==================== block 1
Figure 1. Cell placement (block 1).
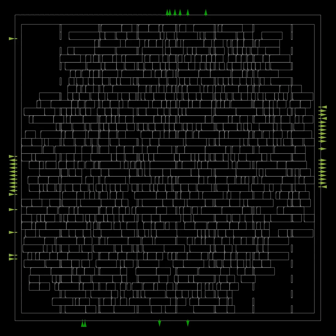

### config.mk
export PLATFORM = sky130hd
export DESIGN_NAME = whack_a_mole_core_n
export DESIGN_NICKNAME = d
export VERILOG_FILES = /design/src/rtl/whack_a_mole_core_n.sv
export SDC_FILE = /design/constraint.sdc
export NUM_CORES = 1
export LEC_CHECK = 0
export CORE_MARGIN = 2
export CORE_UTILIZATION = 55
export CTS_BUF_LIST = sky130_fd_sc_hd__clkbuf_8
export DETAILED_ROUTE_END_ITERATION = 10
export GPL_ROUTABILITY_DRIVEN = 0
export PLACE_DENSITY = 0.79
export RECOVER_POWER = 100
export SYNTH_ARGS = -nofsm -noshare
export SYNTH_HDL_FRONTEND = slang
export SYNTH_SLANG_ARGS = --single-unit
### constraint.sdc
create_clock -name clk -period 2.6 [get_ports clk]
set_clock_uncertainty 0.05 [all_clocks]
set_input_delay 0.52 -clock clk [delete_from_list [all_inputs] [get_ports clk]]
set_output_delay 0.52 -clock clk [all_outputs]
set_load 0.02 [all_outputs]
### src/rtl/whack_a_mole_core_n.sv
// whack_a_mole_core_n: N-mole game core (clk, rst, ena, start, btn in; mole, score, misses, round_cnt, hit_pulse, miss_pulse, game_end, busy out)
module whack_a_mole_core_n #(
  parameter int N_MOLES = 8,
  parameter int SCORE_W = 8,
  parameter int ROUNDS = 16,
  parameter int WINDOW_INIT = 50000,
  parameter int WINDOW_STEP = 2000,
  parameter int WINDOW_MIN = 10000,
  parameter int GAP_CYCLES = 20000,
  parameter int PENALTY = 1,
  parameter logic [15:0] LFSR_SEED = 16'hACE1,
  localparam int IDX_W = $clog2(N_MOLES),
  localparam int ROUND_W = $clog2(ROUNDS + 1),
  localparam int TIMER_W = $clog2(WINDOW_INIT + 1)
) (
  input  logic               clk,
  input  logic               rst,
  input  logic               ena,
  input  logic               start,
  input  logic [N_MOLES-1:0] btn,
  output logic [N_MOLES-1:0] mole,
  output logic [SCORE_W-1:0] score,
  output logic [SCORE_W-1:0] misses,
  output logic [ROUND_W-1:0] round_cnt,
  output logic               hit_pulse,
  output logic               miss_pulse,
  output logic               game_end,
  output logic               busy
);
  localparam int GAP_W = $clog2(GAP_CYCLES + 1);
  localparam logic [GAP_W-1:0] G_LAST = GAP_W'(GAP_CYCLES - 1);
  localparam logic [TIMER_W-1:0] W_INIT = TIMER_W'(WINDOW_INIT);
  localparam logic [TIMER_W-1:0] W_STEP = TIMER_W'(WINDOW_STEP);
  localparam logic [TIMER_W-1:0] W_MIN = TIMER_W'(WINDOW_MIN);
  localparam logic [TIMER_W-1:0] T_ONE = TIMER_W'(1);
  localparam logic [ROUND_W-1:0] R_LAST = ROUND_W'(ROUNDS - 1);
  typedef enum logic [1:0] {IDLE, GAP, UP, DONE} state_t;
  state_t state;
  logic [N_MOLES-1:0] s1, s2, prev, press;
  logic [15:0] lfsr;
  logic [TIMER_W-1:0] window, timer;
  logic [GAP_W-1:0] gcnt;
  logic [IDX_W-1:0] last_idx, c0, c1, cand;
  logic hit, wrong;
  always_comb begin
    press = s2 & ~prev;
    hit = |(press & mole);
    wrong = |(press & ~mole);
    c0 = lfsr[IDX_W-1:0];
    c1 = int'(c0) >= N_MOLES ? c0 - IDX_W'(N_MOLES) : c0;
    cand = c1 != last_idx ? c1 : (int'(c1) == N_MOLES - 1 ? '0 : c1 + 1'b1);
  end
  always_ff @(posedge clk) begin
    if (rst) begin
      state <= IDLE;
      s1 <= '0;
      s2 <= '0;
      prev <= '0;
      lfsr <= LFSR_SEED;
      window <= W_INIT;
      timer <= '0;
      gcnt <= '0;
      last_idx <= '0;
      mole <= '0;
      score <= '0;
      misses <= '0;
      round_cnt <= '0;
      hit_pulse <= 1'b0;
      miss_pulse <= 1'b0;
      game_end <= 1'b0;
      busy <= 1'b0;
    end else if (!ena) begin
      hit_pulse <= 1'b0;
      miss_pulse <= 1'b0;
    end else begin
      s1 <= btn;
      s2 <= s1;
      prev <= s2;
      lfsr <= {1'b0, lfsr[15:1]} ^ (lfsr[0] ? 16'hB400 : 16'h0000);
      hit_pulse <= 1'b0;
      miss_pulse <= 1'b0;
      case (state)
        IDLE, DONE: if (start) begin
          score <= '0;
          misses <= '0;
          round_cnt <= '0;
          window <= W_INIT;
          gcnt <= G_LAST;
          state <= GAP;
          busy <= 1'b1;
          game_end <= 1'b0;
        end
        GAP: if (gcnt == '0) begin
          state <= UP;
          mole <= {{(N_MOLES-1){1'b0}}, 1'b1} << cand;
          last_idx <= cand;
          timer <= window;
        end else gcnt <= gcnt - 1'b1;
        UP: if (hit || timer == T_ONE) begin
          mole <= '0;
          round_cnt <= round_cnt + 1'b1;
          if (hit) begin
            score <= score == '1 ? score : score + 1'b1;
            hit_pulse <= 1'b1;
            window <= int'(window) >= WINDOW_MIN + WINDOW_STEP ? window - W_STEP : W_MIN;
          end else begin
            misses <= misses == '1 ? misses : misses + 1'b1;
            miss_pulse <= 1'b1;
          end
          if (round_cnt == R_LAST) begin
            state <= DONE;
            busy <= 1'b0;
            game_end <= 1'b1;
          end else begin
            state <= GAP;
            gcnt <= G_LAST;
          end
        end else begin
          timer <= timer - 1'b1;
          if (PENALTY != 0 && wrong) begin
            score <= score == '0 ? score : score - 1'b1;
            miss_pulse <= 1'b1;
          end
        end
      endcase
    end
  end
endmodule
==================== block 2
--- src/rtl/binary_to_gray.sv ---
// rtl/binary_to_gray.sv - combinational binary to reflected Gray conversion
module binary_to_gray #(
   parameter int N = 4
) (
   input  logic [N-1:0] bin,
   output logic [N-1:0] gray
);

   assign gray = bin ^ (bin >> 1);

endmodule

--- src/rtl/d_ff_async.sv ---
// rtl/d_ff_async.sv - generic register with asynchronous active-low reset
module d_ff_async #(
   parameter int               WIDTH       = 1,
   parameter logic [WIDTH-1:0] RESET_VALUE = '0
) (
   input  logic             clk,
   input  logic             rst_n,
   input  logic [WIDTH-1:0] d,
   output logic [WIDTH-1:0] q
);

   // Capture d every edge; drop to RESET_VALUE the instant reset asserts
   always_ff @(posedge clk or negedge rst_n) begin
      if (!rst_n) q <= RESET_VALUE;
      else        q <= d;
   end

endmodule

--- src/rtl/gray_to_binary.sv ---
// rtl/gray_to_binary.sv - combinational reflected Gray to binary conversion
module gray_to_binary #(
   parameter int N = 4
) (
   input  logic [N-1:0] gray,
   output logic [N-1:0] bin
);

   // Each binary bit is the XOR of all Gray bits at or above its position
   genvar i;
   generate
      for (i = 0; i < N; i++) begin : g_bit
         assign bin[i] = ^(gray >> i);
      end
   endgenerate

endmodule

--- src/rtl/two_ff_synchronizer.sv ---
// rtl/two_ff_synchronizer.sv - two-flop synchronizer for a Gray-coded bus
module two_ff_synchronizer #(
   parameter int WIDTH = 1
) (
   input  logic             clk,
   input  logic             rst_n,
   input  logic [WIDTH-1:0] d,
   output logic [WIDTH-1:0] q
);

   logic [WIDTH-1:0] meta;

   // First stage may go metastable; second stage gives it a full cycle to settle
   always_ff @(posedge clk or negedge rst_n) begin
      if (!rst_n) begin
         meta <= '0;
         q    <= '0;
      end else begin
         meta <= d;
         q    <= meta;
      end
   end

endmodule

--- src/rtl/r_clk_module.sv ---
// rtl/r_clk_module.sv - async FIFO read-side pointer, empty and fill-level control
module r_clk_module #(
   parameter int ADDRESS_SIZE        = 4,
   parameter int ALMOST_EMPTY_THRESH = 1
) (
   input  logic                    r_clk,
   input  logic                    rrst_n,
   input  logic                    r_en,
   input  logic [ADDRESS_SIZE:0]   w_ptr,
   output logic [ADDRESS_SIZE:0]   r_ptr,
   output logic [ADDRESS_SIZE-1:0] r_addr,
   output logic                    r_empty,
   output logic                    r_almost_empty,
   output logic [ADDRESS_SIZE:0]   r_count,
   output logic                    r_valid
);

   localparam int PTR_W = ADDRESS_SIZE + 1;

   logic [PTR_W-1:0] r_bin;
   logic [PTR_W-1:0] r_bnext;
   logic [PTR_W-1:0] r_gnext;
   logic [PTR_W-1:0] rq2_wptr;
   logic [PTR_W-1:0] rq2_wbin;
   logic [PTR_W-1:0] fill_next;
   logic             accept;
   logic             empty_next;
   logic             almost_next;

   // A pop is only honoured while the registered flag says data is present
   assign accept  = r_en & ~r_empty;
   assign r_bnext = r_bin + PTR_W'(accept);
   assign r_addr  = r_bin[ADDRESS_SIZE-1:0];

   binary_to_gray #(.N(PTR_W)) u_bin2gray (
      .bin  (r_bnext),
      .gray (r_gnext)
   );

   two_ff_synchronizer #(.WIDTH(PTR_W)) u_wptr_sync (
      .clk   (r_clk),
      .rst_n (rrst_n),
      .d     (w_ptr),
      .q     (rq2_wptr)
   );

   gray_to_binary #(.N(PTR_W)) u_gray2bin (
      .gray (rq2_wptr),
      .bin  (rq2_wbin)
   );

   // Flags are computed from the post-pop pointer so the draining pop clears data at once
   assign empty_next  = (r_gnext == rq2_wptr);
   assign fill_next   = rq2_wbin - r_bnext;
   assign almost_next = (fill_next <= PTR_W'(ALMOST_EMPTY_THRESH));

   d_ff_async #(.WIDTH(PTR_W), .RESET_VALUE('0)) u_rbin_reg (
      .clk (r_clk), .rst_n (rrst_n), .d (r_bnext), .q (r_bin)
   );

   // Gray pointer is registered straight from r_bnext so the write domain never sees a decode glitch
   d_ff_async #(.WIDTH(PTR_W), .RESET_VALUE('0)) u_rptr_reg (
      .clk (r_clk), .rst_n (rrst_n), .d (r_gnext), .q (r_ptr)
   );

   d_ff_async #(.WIDTH(1), .RESET_VALUE(1'b1)) u_empty_reg (
      .clk (r_clk), .rst_n (rrst_n), .d (empty_next), .q (r_empty)
   );

   d_ff_async #(.WIDTH(1), .RESET_VALUE(1'b1)) u_almost_reg (
      .clk (r_clk), .rst_n (rrst_n), .d (almost_next), .q (r_almost_empty)
   );

   d_ff_async #(.WIDTH(PTR_W), .RESET_VALUE('0)) u_count_reg (
      .clk (r_clk), .rst_n (rrst_n), .d (fill_next), .q (r_count)
   );

   // Memory samples r_addr on the accept edge, so read data lands one cycle later
   d_ff_async #(.WIDTH(1), .RESET_VALUE(1'b0)) u_valid_reg (
      .clk (r_clk), .rst_n (rrst_n), .d (accept), .q (r_valid)
   );

endmodule

--- config.mk ---
export PLATFORM = sky130hd
export DESIGN_NAME = r_clk_module
export DESIGN_NICKNAME = d
export VERILOG_FILES = /design/src/rtl/binary_to_gray.sv /design/src/rtl/d_ff_async.sv /design/src/rtl/gray_to_binary.sv /design/src/rtl/two_ff_synchronizer.sv /design/src/rtl/r_clk_module.sv
export SDC_FILE = /design/constraint.sdc
export NUM_CORES = 1
export LEC_CHECK = 0
export ABC_AREA = 1
export CORE_ASPECT_RATIO = 1.75
export CORE_MARGIN = 2
export CORE_UTILIZATION = 40
export DETAILED_ROUTE_END_ITERATION = 7
export PLACE_DENSITY_LB_ADDON = 0.05
export RECOVER_POWER = 50
export SLEW_MARGIN = 10
export SYNTH_ARGS = -nofsm -noshare
export SYNTH_HDL_FRONTEND = slang
export SYNTH_SLANG_ARGS = --single-unit
--- constraint.sdc ---
create_clock -name r_clk -period 2.8 [get_ports r_clk]
set_input_delay 0.28 -clock r_clk [delete_from_list [all_inputs] [get_ports r_clk]]
set_output_delay 0.28 -clock r_clk [all_outputs]
set_load 0.01 [all_outputs]
==================== block 3
## src/rtl/msrv32_pkg.sv

```systemverilog
// msrv32_pkg: shared NOP word, RV32I opcode constants and instruction field positions.
package msrv32_pkg;
  localparam logic [31:0] NOP_INSTR_DEF = 32'h0000_0013;
  typedef enum logic [6:0] {
    OP_LOAD     = 7'h03,
    OP_MISC_MEM = 7'h0F,
    OP_IMM      = 7'h13,
    OP_AUIPC    = 7'h17,
    OP_STORE    = 7'h23,
    OP_REG      = 7'h33,
    OP_LUI      = 7'h37,
    OP_BRANCH   = 7'h63,
    OP_JALR     = 7'h67,
    OP_JAL      = 7'h6F,
    OP_SYSTEM   = 7'h73
  } rv32i_opcode_e;
  localparam int OPCODE_MSB = 6;
  localparam int OPCODE_LSB = 0;
  localparam int RD_MSB     = 11;
  localparam int RD_LSB     = 7;
  localparam int FUNCT3_MSB = 14;
  localparam int FUNCT3_LSB = 12;
  localparam int RS1_MSB    = 19;
  localparam int RS1_LSB    = 15;
  localparam int RS2_MSB    = 24;
  localparam int RS2_LSB    = 20;
  localparam int FUNCT7_MSB = 31;
  localparam int FUNCT7_LSB = 25;
  localparam int CSR_MSB    = 31;
  localparam int CSR_LSB    = 20;
  localparam int IMM_LSB    = 7;
  function automatic logic is_rv32i_opcode(input logic [6:0] op);
    return op inside {OP_LOAD, OP_MISC_MEM, OP_IMM, OP_AUIPC, OP_STORE, OP_REG,
                      OP_LUI, OP_BRANCH, OP_JALR, OP_JAL, OP_SYSTEM};
  endfunction
endpackage

```

## src/rtl/msrv32_opcode_check.sv

```systemverilog
// msrv32_opcode_check: flags opcodes outside the RV32I base set; never flags a substituted NOP.
module msrv32_opcode_check
  import msrv32_pkg::*;
(
  input  logic [6:0] opcode_i,
  input  logic       nop_i,
  output logic       illegal_o
);
  always_comb illegal_o = nop_i ? 1'b0 : ((opcode_i[1:0] != 2'b11) || !is_rv32i_opcode(opcode_i));
endmodule

```

## src/rtl/msrv32_instruction_mux.sv

```systemverilog
// msrv32_instruction_mux: selects fetched word or NOP (flush / reset hold) and slices decode fields.
// Optional illegal-opcode flag when MSRV32_IMUX_ILLEGAL_DET_EN is defined.
module msrv32_instruction_mux
  import msrv32_pkg::*;
#(
  parameter logic [31:0] NOP_INSTR = NOP_INSTR_DEF
) (
  input  logic        ms_riscv32_mp_clk_in,
  input  logic        ms_riscv32_mp_rst_in,
  input  logic        flush_in,
  input  logic [31:0] ms_risc32_mp_instr_in,
`ifdef MSRV32_IMUX_ILLEGAL_DET_EN
  output logic        illegal_instr_out,
`endif
  output logic [6:0]  opcode_out,
  output logic [2:0]  funct3_out,
  output logic [6:0]  funct7_out,
  output logic [4:0]  rs1addr_out,
  output logic [4:0]  rs2addr_out,
  output logic [4:0]  rdaddr_out,
  output logic [11:0] csr_addr_out,
  output logic [31:7] instr_out
);
  logic        rst_hold_q, rst_hold_d;
  logic        nop_sel;
  logic [31:0] sel_instr;
  always_comb rst_hold_d = ms_riscv32_mp_rst_in;
  always_ff @(posedge ms_riscv32_mp_clk_in) rst_hold_q <= rst_hold_d;
  always_comb begin
    nop_sel      = flush_in | rst_hold_q;
    sel_instr    = nop_sel ? NOP_INSTR : ms_risc32_mp_instr_in;
    opcode_out   = sel_instr[OPCODE_MSB:OPCODE_LSB];
    funct3_out   = sel_instr[FUNCT3_MSB:FUNCT3_LSB];
    funct7_out   = sel_instr[FUNCT7_MSB:FUNCT7_LSB];
    rs1addr_out  = sel_instr[RS1_MSB:RS1_LSB];
    rs2addr_out  = sel_instr[RS2_MSB:RS2_LSB];
    rdaddr_out   = sel_instr[RD_MSB:RD_LSB];
    csr_addr_out = sel_instr[CSR_MSB:CSR_LSB];
    instr_out    = sel_instr[31:IMM_LSB];
  end
`ifdef MSRV32_IMUX_ILLEGAL_DET_EN
  msrv32_opcode_check u_opcode_check (
    .opcode_i  (opcode_out),
    .nop_i     (nop_sel),
    .illegal_o (illegal_instr_out)
  );
`endif
endmodule

```

## config.mk

```make
export PLATFORM = sky130hd
export DESIGN_NAME = msrv32_instruction_mux
export DESIGN_NICKNAME = d
export VERILOG_FILES = /design/src/rtl/msrv32_pkg.sv /design/src/rtl/msrv32_opcode_check.sv /design/src/rtl/msrv32_instruction_mux.sv
export SDC_FILE = /design/constraint.sdc
export NUM_CORES = 1
export LEC_CHECK = 0
export CAP_MARGIN = 20
export CORE_MARGIN = 3
export CORE_UTILIZATION = 22
export DETAILED_ROUTE_END_ITERATION = 10
export GPL_TIMING_DRIVEN = 0
export PLACE_DENSITY_LB_ADDON = 0.25
export SLEW_MARGIN = 20
export SYNTH_ARGS = -nofsm -noshare
export SYNTH_HDL_FRONTEND = slang
export SYNTH_SLANG_ARGS = --single-unit
```

## constraint.sdc

```tcl
create_clock -name ms_riscv32_mp_clk_in -period 2.71 [get_ports ms_riscv32_mp_clk_in]
set_clock_uncertainty 0.1 [all_clocks]
set_input_delay 0.542 -clock ms_riscv32_mp_clk_in [delete_from_list [all_inputs] [get_ports ms_riscv32_mp_clk_in]]
set_output_delay 0.542 -clock ms_riscv32_mp_clk_in [all_outputs]
set_load 0.02 [all_outputs]
```

Figure 2. Placement density heat map (block 3).
The die is cut into 11 by 11 equal tiles; white is low, dark blue is high, 0 to 100% covered.
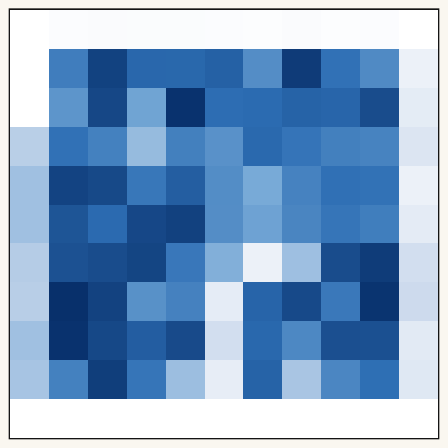
nearly empty tiles	17%
densest ninth of the die	left middle
tiles over 75% full	32%
mean over tiles	51%
Final Core Density: 72.7%
Std-Cell Core Area: 0.00232 mm²
FP Util: 24.4%

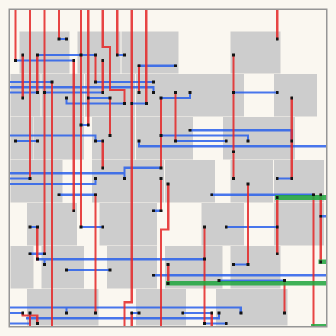
Figure 3: block 3, close-up of the layout.
Window x 33 to 53, y 33 to 53 µm. Cells in grey, sequential cells in the stronger grey; small squares are vias.
layer	colour
met3	green
met1	blue
met2	red
sequential cells in the window	0
most frequent	dlygate4sd2_1 (11), buf_4 (9), clkdlybuf4s50_1 (5)
cells with their middle in the window	30

==> ci_impl_report.md, block 3 <==
### Flow metrics

| Metric | Value |
|---|---|
| Total Wirelength | `between 2 and 3 mm` |
| DP HPWL | `about 2.4 mm` |
| Crit-path cells | `clkdlybuf4s50_1 -> buf_4 -> nor3b_2 -> buf_4 -> dlygate4sd2_1` |
| Status | `completed` |
| Post-synth top area cell | `buf_4` |
| Leading power group | `combinational cells` |
| Final RePlAce weighted congestion | `0.802` |
| Via count | `about 900` |
| DP Area | `0.00163 mm²` |
| Residual DRC | `0` |
| P_clk | `0 µW` |
| Adder share | `0%` |
| M1 GR Usage | `a little under a fifth` |
| Buf/Inv on CP | `4` |
| Count leader, synth | `buf_4` |
==> block 3: cell families after synthesis <==
| logic type | after synthesis |
|---|---|
| AND/OR/NAND/NOR | 32 |
| flip-flops | 1 |
| buffers and inverters | 43 |
==> block 3: cell type report <==
type,instances,area (µm²),area share (%)
Buffer,43,317,18.8
Multi-Input combinational cell,32,359,21.3
Sequential cell,1,20.0,1.19
Tap cell,28,35.0,2.08
Timing Repair Buffer,103,956,56.7
==> block 3: layer usage <==
layer | share of wire [%] | wire length, µm
met4 | 0 | 0
met3 | 12 | 335
met1 | 35 | 1010
met2 | 53 | 1520
met5 | 0 | 0
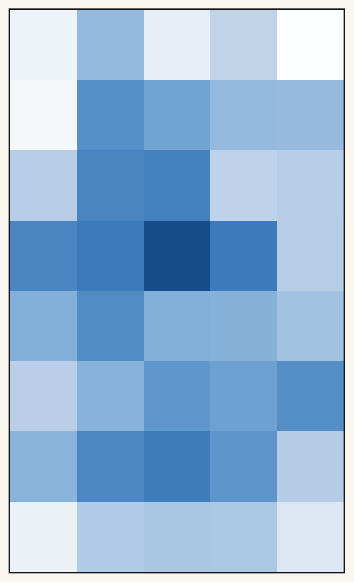
Figure 4: block 2, placement density heat map.
The die is cut into 5 by 8 equal tiles; white is low, dark blue is high, 0 to 100% covered.
tiles over 75% full	2.5%
densest ninth of the die	middle
nearly empty tiles	2.5%
Final Core Density: 53.2%
Std-Cell Core Area: 0.00293 mm²

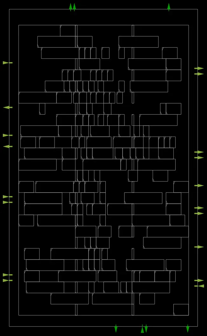
Figure 5: block 2, cell placement.
fin cells: 184
Tap Cells: 28
Flops: 27
Filler cells: 276

==> ci_impl_report.md, block 2 <==
### Flow metrics

| Metric | Value |
|---|---|
| Routed length per placed instance | `~12 µm` |
| Aoi share | `0.611%` |
| Buf/Inv on CP | `4` |
| FP Util | `between 40% and 50%` |
| Post-CTS Hold Fix Bufs | `0` |
| Setup violators final | `0` |
| Top Layout Cells | `nand2_1, dfrtp_1, inv_1` |
| Inserted Diodes | `0` |
| LEAKAGE | `slightly below 0.0008 µW` |
| Startpoint types | `register` |
| M1 GR Usage | `roughly 13%` |
| Tcrit/Tclk final | `roughly 84%` |
| Status | `completed` |
| DR top layer | `met4` |
| Worst Slack Setup Final | `0.434 ns` |
| Largest net degree at the start of global routing | `28` |
| Fmax | `423 MHz` |
| Vias in the first global route | `931` |
| Most instantiated cells after synthesis | `nand2_1, dfrtp_1, inv_1, nand3_1` |
| Critical R2R Launch | `u_empty_reg.q$_DFF_PN1_` |
| H-tree depth | `1` |
| Die extent in y | `77.3 µm` |
| Worst relative slew slack | `7.69%` |
| Final RePlAce weighted congestion | `just under 0.8` |
-- block 2: final cells by class --
class	count	area (µm²)
Timing Repair Buffer	26	251
Clock buffer	3	41.3
Inverter	20	75.1
Tap cell	28	35.0
Sequential cell	27	678
Clock inverter	1	5.00
Fill cell	276	1370
Multi-Input combinational cell	79	470
-- block 2: where the power goes --
group	leakage (µW)	internal (µW)	total, µW	switching, µW
Clock	0.0000255	100	223	123
Sequential	0.000315	526	598	72.1
Combinational	0.000450	478	996	518
Total	0.000790	1100	1820	713
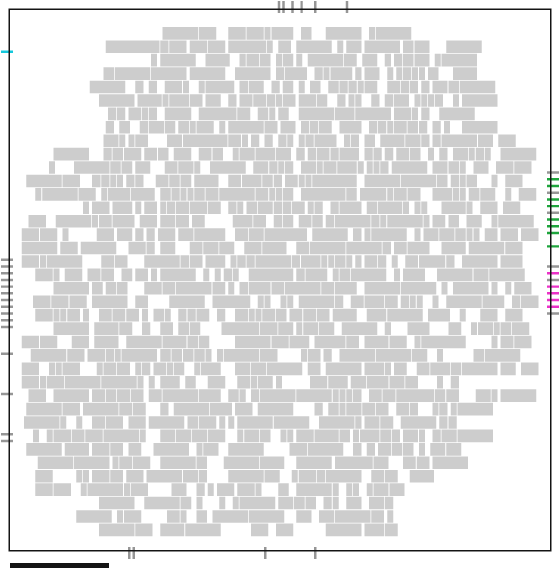
Figure 6: block 1, pin placement.
The bar under the picture is 20 µm long. Pins as bars across the die edge, other pins in grey.
port	colour	pins	direction	edge
`misses`	green	8	output	right
`clk`	cyan	1	input	left
`round_cnt`	magenta	5	output	right
all pins by edge	19 right, 16 left, 6 top, 4 bottom
IO buf count: 44
Die W: 109 µm
die extent in y: 109 µm

## Picture notes: Figure 1
Seq/total area: 30.9%
Final Core Density: 72.5%
FP Rows: 38
Flops: 121

==> ci_impl_report.md, block 1 <==
### Flow metrics

| Metric | Value |
|---|---|
| Grt ovf | `0` |
| MUX share of area | `under 10%` |
| Critical path's largest stage delay | `~0.54 ns` |
| Count leader, synth | `dfxtp_1` |
| ANT nets after route | `0` |
| Signal inverters | `21` |
| DR top layer | `met4` |
| Worst Slack Setup Final | `-0.201 ns` |
| CTS resizes | `11` |
| Placed insts | `944` |
| Status | `finished with violations` |
| Critical path data arrival time | `3.08 ns` |
| Ys flops | `121` |
| # Cells Yosys | `729` |
| Worst setup path end | `timer[15]$_SDFFE_PP0P_` |
| FP Util | `approximately 56%` |
| Ys async rst share | `0%` |
| Crit-path cells | `or4_4 -> or4_4 -> o31a_1 -> buf_6 -> a211oi_4 -> buf_6 -> clkbuf_16 -> nand2_4 -> a22oi_2 -> nor2_1` |
| Tmin final | `2.80 ns` |
| Area occupied by multi-input gates | `~0.0037 mm²` |
| Met3 WL | `around 1 mm` |
| Fmax | `~360 MHz` |
| LEAKAGE | `between 0.003 and 0.004 µW` |
| Global-route wire length before repair | `24.9 mm` |
| Failing checks | `negative setup slack` |
| EDFF count, synth | `0` |
| NumNets Final | `865` |
| GR Layer Usage met3 | `under 10%` |
| RSZ-0062 raised after global routing | `true` |
| Largest regs | `lfsr x16, timer x16, gcnt x15` |
| Worst relative slew slack | `48.2%` |
| # IOs | `about 45` |
| Non-clk buf share | `around 14%` |
| H-tree depth | `4` |
| Reg clk slew, reported paths | `0.07 ns` |
| Post-synth top area cell | `dfxtp_1` |
| Reg power frac | `about 47%` |
| Yosys warns | `0` |
| Setup violators final | `29` |
| R2R Path End | `timer[15]$_SDFFE_PP0P_` |
| Area Overhead vs Synth | `28.5%` |
| Max clock buf depth | `2` |
| Share of post-route cells with drive strength above 1 | `20.7%` |
| Tcrit/Tclk final | `108%` |
| Final slew viol count | `0` |
| Residual DRC | `0` |
| Synth cell types | `69` |
| Initial antenna violation count | `0` |
| Synth logic family | `simple AND/OR/NAND/NOR gates` |
| Mi-comb count | `552` |
| P_clk | `1510 µW` |
| Met2 WL | `between 7 and 8 mm` |
| Vias in the first global route | `5,327` |
| Yosys simple share | `26.9%` |
| TritonCTS clock tree | `yes` |
| Xor+xnor area frac | `4.87%` |
| Log Warnings | `33` |
| Post-synth top area share | `39.6%` |
| Min-delay src | `lfsr[12]$_SDFFE_PP0P_` |
| Worst vdd ir | `around 0.43 mV` |
| MaxCap Viol Count | `0` |
block 1: through the flow:
stage	utilization [%]	worst slack, ns	total power (µW)	setup TNS (ns)
3_5_place_dp	66.1	-0.148	2730	-2.44
4_1_cts	70.1	-0.101	4240	-1.00
6_report	72.5	-0.201	4300	-3.38
3_3_place_gp	66.1	-0.0791	2690	-0.775
2_1_floorplan	-	-0.0845	2490	-0.316
5_1_grt	72.5	-0.238	4470	-4.93

==================== block 4
Figure 7. Placement density heat map (block 4).
The die is cut into 10 by 10 equal tiles; white is low, dark blue is high, 0 to 100% covered.
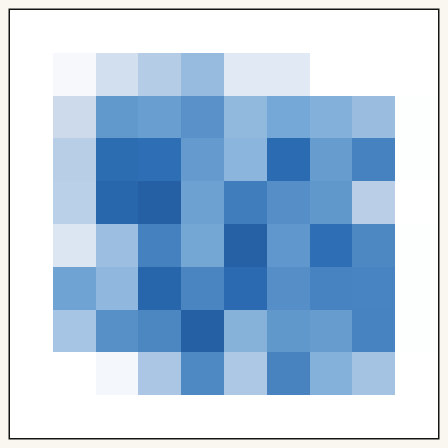
Figure 8. Close-up of the layout (block 4).
Window x 69 to 89, y 69 to 89 µm. Cells in grey, sequential cells in the stronger grey; small squares are vias.
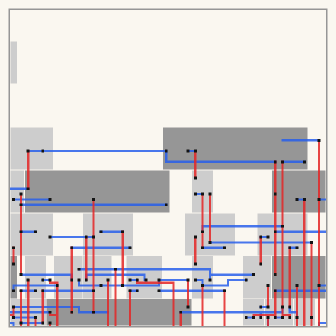
File: config.mk
export PLATFORM = sky130hd
export DESIGN_NAME = seven_seg_top
export DESIGN_NICKNAME = d
export VERILOG_FILES = /design/src/rtl/seven_seg_top.sv
export SDC_FILE = /design/constraint.sdc
export NUM_CORES = 1
export LEC_CHECK = 0
export CAP_MARGIN = 5
export CORE_MARGIN = 10
export CORE_UTILIZATION = 44
export DETAILED_ROUTE_END_ITERATION = 10
export PLACE_DENSITY = 0.61
export SYNTH_ARGS = -nofsm -noshare
export SYNTH_HDL_FRONTEND = slang
export SYNTH_SLANG_ARGS = --single-unit
File: constraint.sdc
create_clock -name clk -period 3 [get_ports clk]
set_clock_uncertainty 0.2 [all_clocks]
set_input_delay 0.6 -clock clk [delete_from_list [all_inputs] [get_ports clk]]
set_output_delay 0.6 -clock clk [all_outputs]
set_load 0.1 [all_outputs]
File: src/rtl/seven_seg_top.sv
// seven_seg_top - free-running 4-digit BCD stopwatch (SS.hh, 0.01 s steps,
// wraps at 99.99) on a multiplexed, active-low seven-segment display.
//
// Parameters:
//   COUNT_DIV  clk cycles per hundredth-of-a-second increment (>= 2)
//   SCAN_DIV   clk cycles per digit slot (>= 2)
// Ports:
//   clk   in   system clock, rising edge
//   rst   in   asynchronous active-high reset
//   seg   out  [6:0] segments a..g (bit0 = a), active-low, registered
//   dp    out  decimal point, active-low, registered (lit on digit 2)
//   an    out  [3:0] digit enables, active-low, registered (an[0] = hundredths)

// One decade of the BCD chain: advances on inc, rolls 9 -> 0 with carry out.
module bcd_digit (
  input  logic       clk,
  input  logic       rst,
  input  logic       inc,
  output logic [3:0] d,
  output logic       co
);
  assign co = inc && (d == 4'd9);

  always_ff @(posedge clk or posedge rst)
    if (rst)      d <= '0;
    else if (inc) d <= (d >= 4'd9) ? 4'd0 : d + 4'd1;
endmodule

module seven_seg_top #(
  parameter int COUNT_DIV = 120_000,
  parameter int SCAN_DIV  = 3_000
) (
  input  logic       clk,
  input  logic       rst,
  output logic [6:0] seg,
  output logic       dp,
  output logic [3:0] an
);
  localparam int NUM_DIG = 4;
  localparam int CW = (COUNT_DIV > 2) ? $clog2(COUNT_DIV) : 1;
  localparam int SW = (SCAN_DIV  > 2) ? $clog2(SCAN_DIV)  : 1;
  localparam logic [CW-1:0] CMAX = CW'(COUNT_DIV - 1);
  localparam logic [SW-1:0] SMAX = SW'(SCAN_DIV - 1);

  // active-high pattern, bit6 = g .. bit0 = a; anything else stays dark
  function automatic logic [6:0] dec7(input logic [3:0] v);
    logic [6:0] p;
    p = 7'h00;
    case (v)
      4'd0: p = 7'h3f;
      4'd1: p = 7'h06;
      4'd2: p = 7'h5b;
      4'd3: p = 7'h4f;
      4'd4: p = 7'h66;
      4'd5: p = 7'h6d;
      4'd6: p = 7'h7d;
      4'd7: p = 7'h07;
      4'd8: p = 7'h7f;
      4'd9: p = 7'h6f;
      default: p = 7'h00;
    endcase
    return p;
  endfunction

  // count prescaler
  logic [CW-1:0] ccnt;
  logic          tick;
  assign tick = (ccnt == CMAX);

  always_ff @(posedge clk or posedge rst)
    if (rst) ccnt <= '0;
    else     ccnt <= tick ? '0 : ccnt + 1'b1;

  // BCD chain: carry ripples combinationally so all decades step on one edge
  logic [NUM_DIG-1:0][3:0] dig;
  logic [NUM_DIG:0]        cy;
  assign cy[0] = tick;

  for (genvar g = 0; g < NUM_DIG; g++) begin : g_dig
    bcd_digit u_dig (
      .clk (clk),
      .rst (rst),
      .inc (cy[g]),
      .d   (dig[g]),
      .co  (cy[g+1])
    );
  end

  // 99.99 wraps silently
  logic unused_carry;
  assign unused_carry = cy[NUM_DIG];

  // scan prescaler and digit index
  logic [SW-1:0] scnt;
  logic          sadv;
  logic [1:0]    idx;
  assign sadv = (scnt == SMAX);

  always_ff @(posedge clk or posedge rst)
    if (rst) begin
      scnt <= '0;
      idx  <= '0;
    end else begin
      scnt <= sadv ? '0 : scnt + 1'b1;
      if (sadv) idx <= idx + 2'd1;
    end

  // registered outputs: segments and enables switch on the same edge
  always_ff @(posedge clk or posedge rst)
    if (rst) begin
      an  <= 4'b1111;
      seg <= 7'b1111111;
      dp  <= 1'b1;
    end else begin
      an  <= ~(4'b0001 << idx);
      seg <= ~dec7(dig[idx]);
      dp  <= (idx != 2'd2);
    end
endmodule

==> ci_impl_report.md <==
### Flow metrics

| Metric | Value |
|---|---|
| Status | `completed` |
| Most instantiated cells after synthesis | `dfrtp_1, nor2_1, inv_1, ha_1, xnor2_1` |
| CP max-delay cell | `or4_4` |
| Global-route wire length before repair | `9.82 mm` |
| Routed length per placed instance | `13.6 µm` |
| Die W | `roughly 100 µm` |
| Filler cells | `659` |
| Synth cell types | `~50` |
| Via count | `2,186` |
| Post-synthesis sequential area ratio | `46.2%` |
| Total Wirelength | `5.76 mm` |
| Tmin final | `2.51 ns` |
| CTS resizes | `0` |
| Buffers outside the clock class | `18` |
| DR pass1 iterations | `4` |
| Metal-1 WL | `2.80 mm` |
| Largest class | `combinational gates` |
| LEAKAGE | `0.00160 µW` |
| Reg clk slew, reported paths | `0.07 ns` |
| Post-synth top area share | `37.1%` |
| Post-CTS Repair Setup Buffers | `0` |
| Reg2reg setup slack | `around 0.49 ns` |
| Clock latency (worst-skew pair) | `0.33 ns` |
| Share of post-route cells with drive strength above 1 | `between 10% and 20%` |
| CTS Buf Count | `9` |
| Fmax | `398 MHz` |
| Worst setup path end | `g_dig[2].u_dig.d[0]$_DFFE_PP0P_` |
| Total power | `between 1500 and 2000 µW` |
| Max clock buf depth | `2` |
| Met3 WL | `231 µm` |
| Worst r2r path cells | `5` |
| Flops | `about 58` |
| Top reg by flops | `ccnt` |
| Critical path's largest stage delay | `0.66 ns` |
| PD cells | `432 mW/mm²` |
| # IOs | `14` |
| Busiest grt layer | `met2` |
| Met2 usage | `15.9%` |
| Die extent in y | `105 µm` |
| Post-synth top area cell | `dfrtp_1` |
| ANT nets after route | `0` |
| CTS root buffer | `clkbuf_8` |
| Avg Vias per Cell | `5.16` |
| Hold depth | `1` |
| Yosys stat chip area | `0.00317 mm²` |
| Min-delay src | `scnt[0]$_DFF_PP0_` |
| Setup slack after placement | `0.484 ns` |
| Grt ovf | `0` |
Notes on Figure 7 above:
tiles over 75% full	9.0%
densest ninth of the die	middle
nearly empty tiles	39%
FP Util: 45.9%
Std-Cell Core Area: 0.00691 mm²
Final Core Density: 52.0%

Notes on Figure 8 above:
layer	colour
met1	blue
met2	red
cells with their middle in the window	20
netlist names of flops here include	`scnt` (3)
most frequent	nor2_1 (5), nand3_1 (3), dfrtp_1 (3)
sequential cells in the window	3

-- kinds of logic (layout without fill, tap and decap cells) --
family	after synthesis	in the layout	share of synthesized area (%)
simple gates	106	106	18.9
flops	58	58	46.2
compound gates	40	40	8.37
buf+inv	39	64	5.05
xor+xnor	25	25	6.91
fa+ha+maj	23	23	9.08
mux	12	12	5.49
-- power by group --
part / switching, µW / total [µW] / internal, µW
clock: 296 / 748 / 451
combinational: 15.3 / 18.3 / 2.96
sequential: 0 / 783 / 783


==> screenshots <==
Sizing map.
Plate I
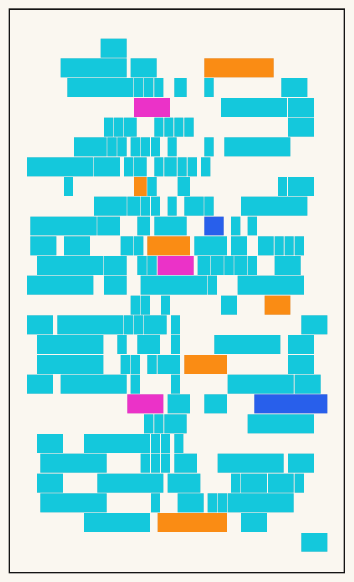
Plate II
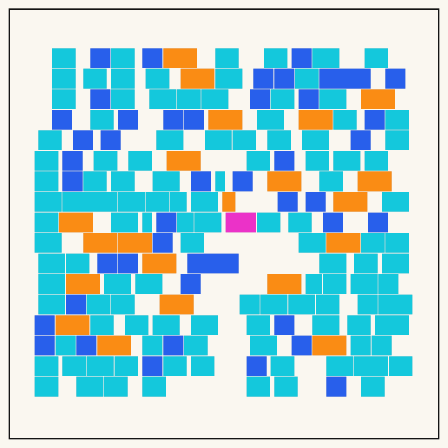
Plate III
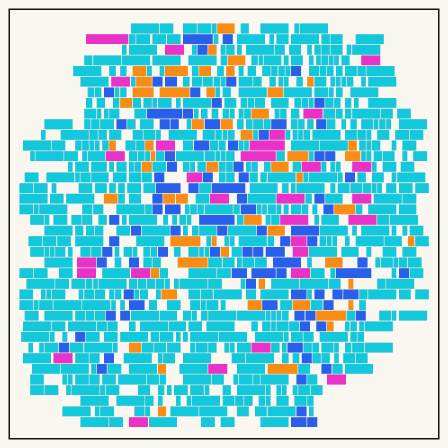
Plate IV
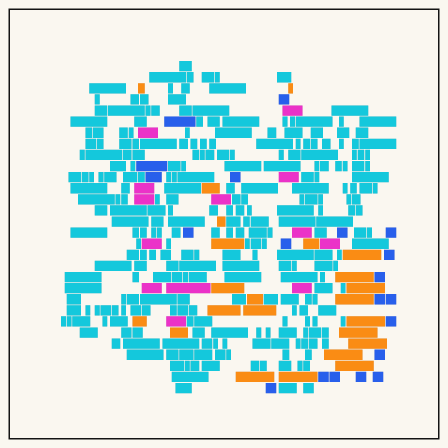
For block 4, see Plate IV.
For block 2, see Plate I.
For block 1, see Plate III.
For block 3, see Plate II.
The one with the most cells is Plate III.

Power is estimated from default activity; no workload was simulated.
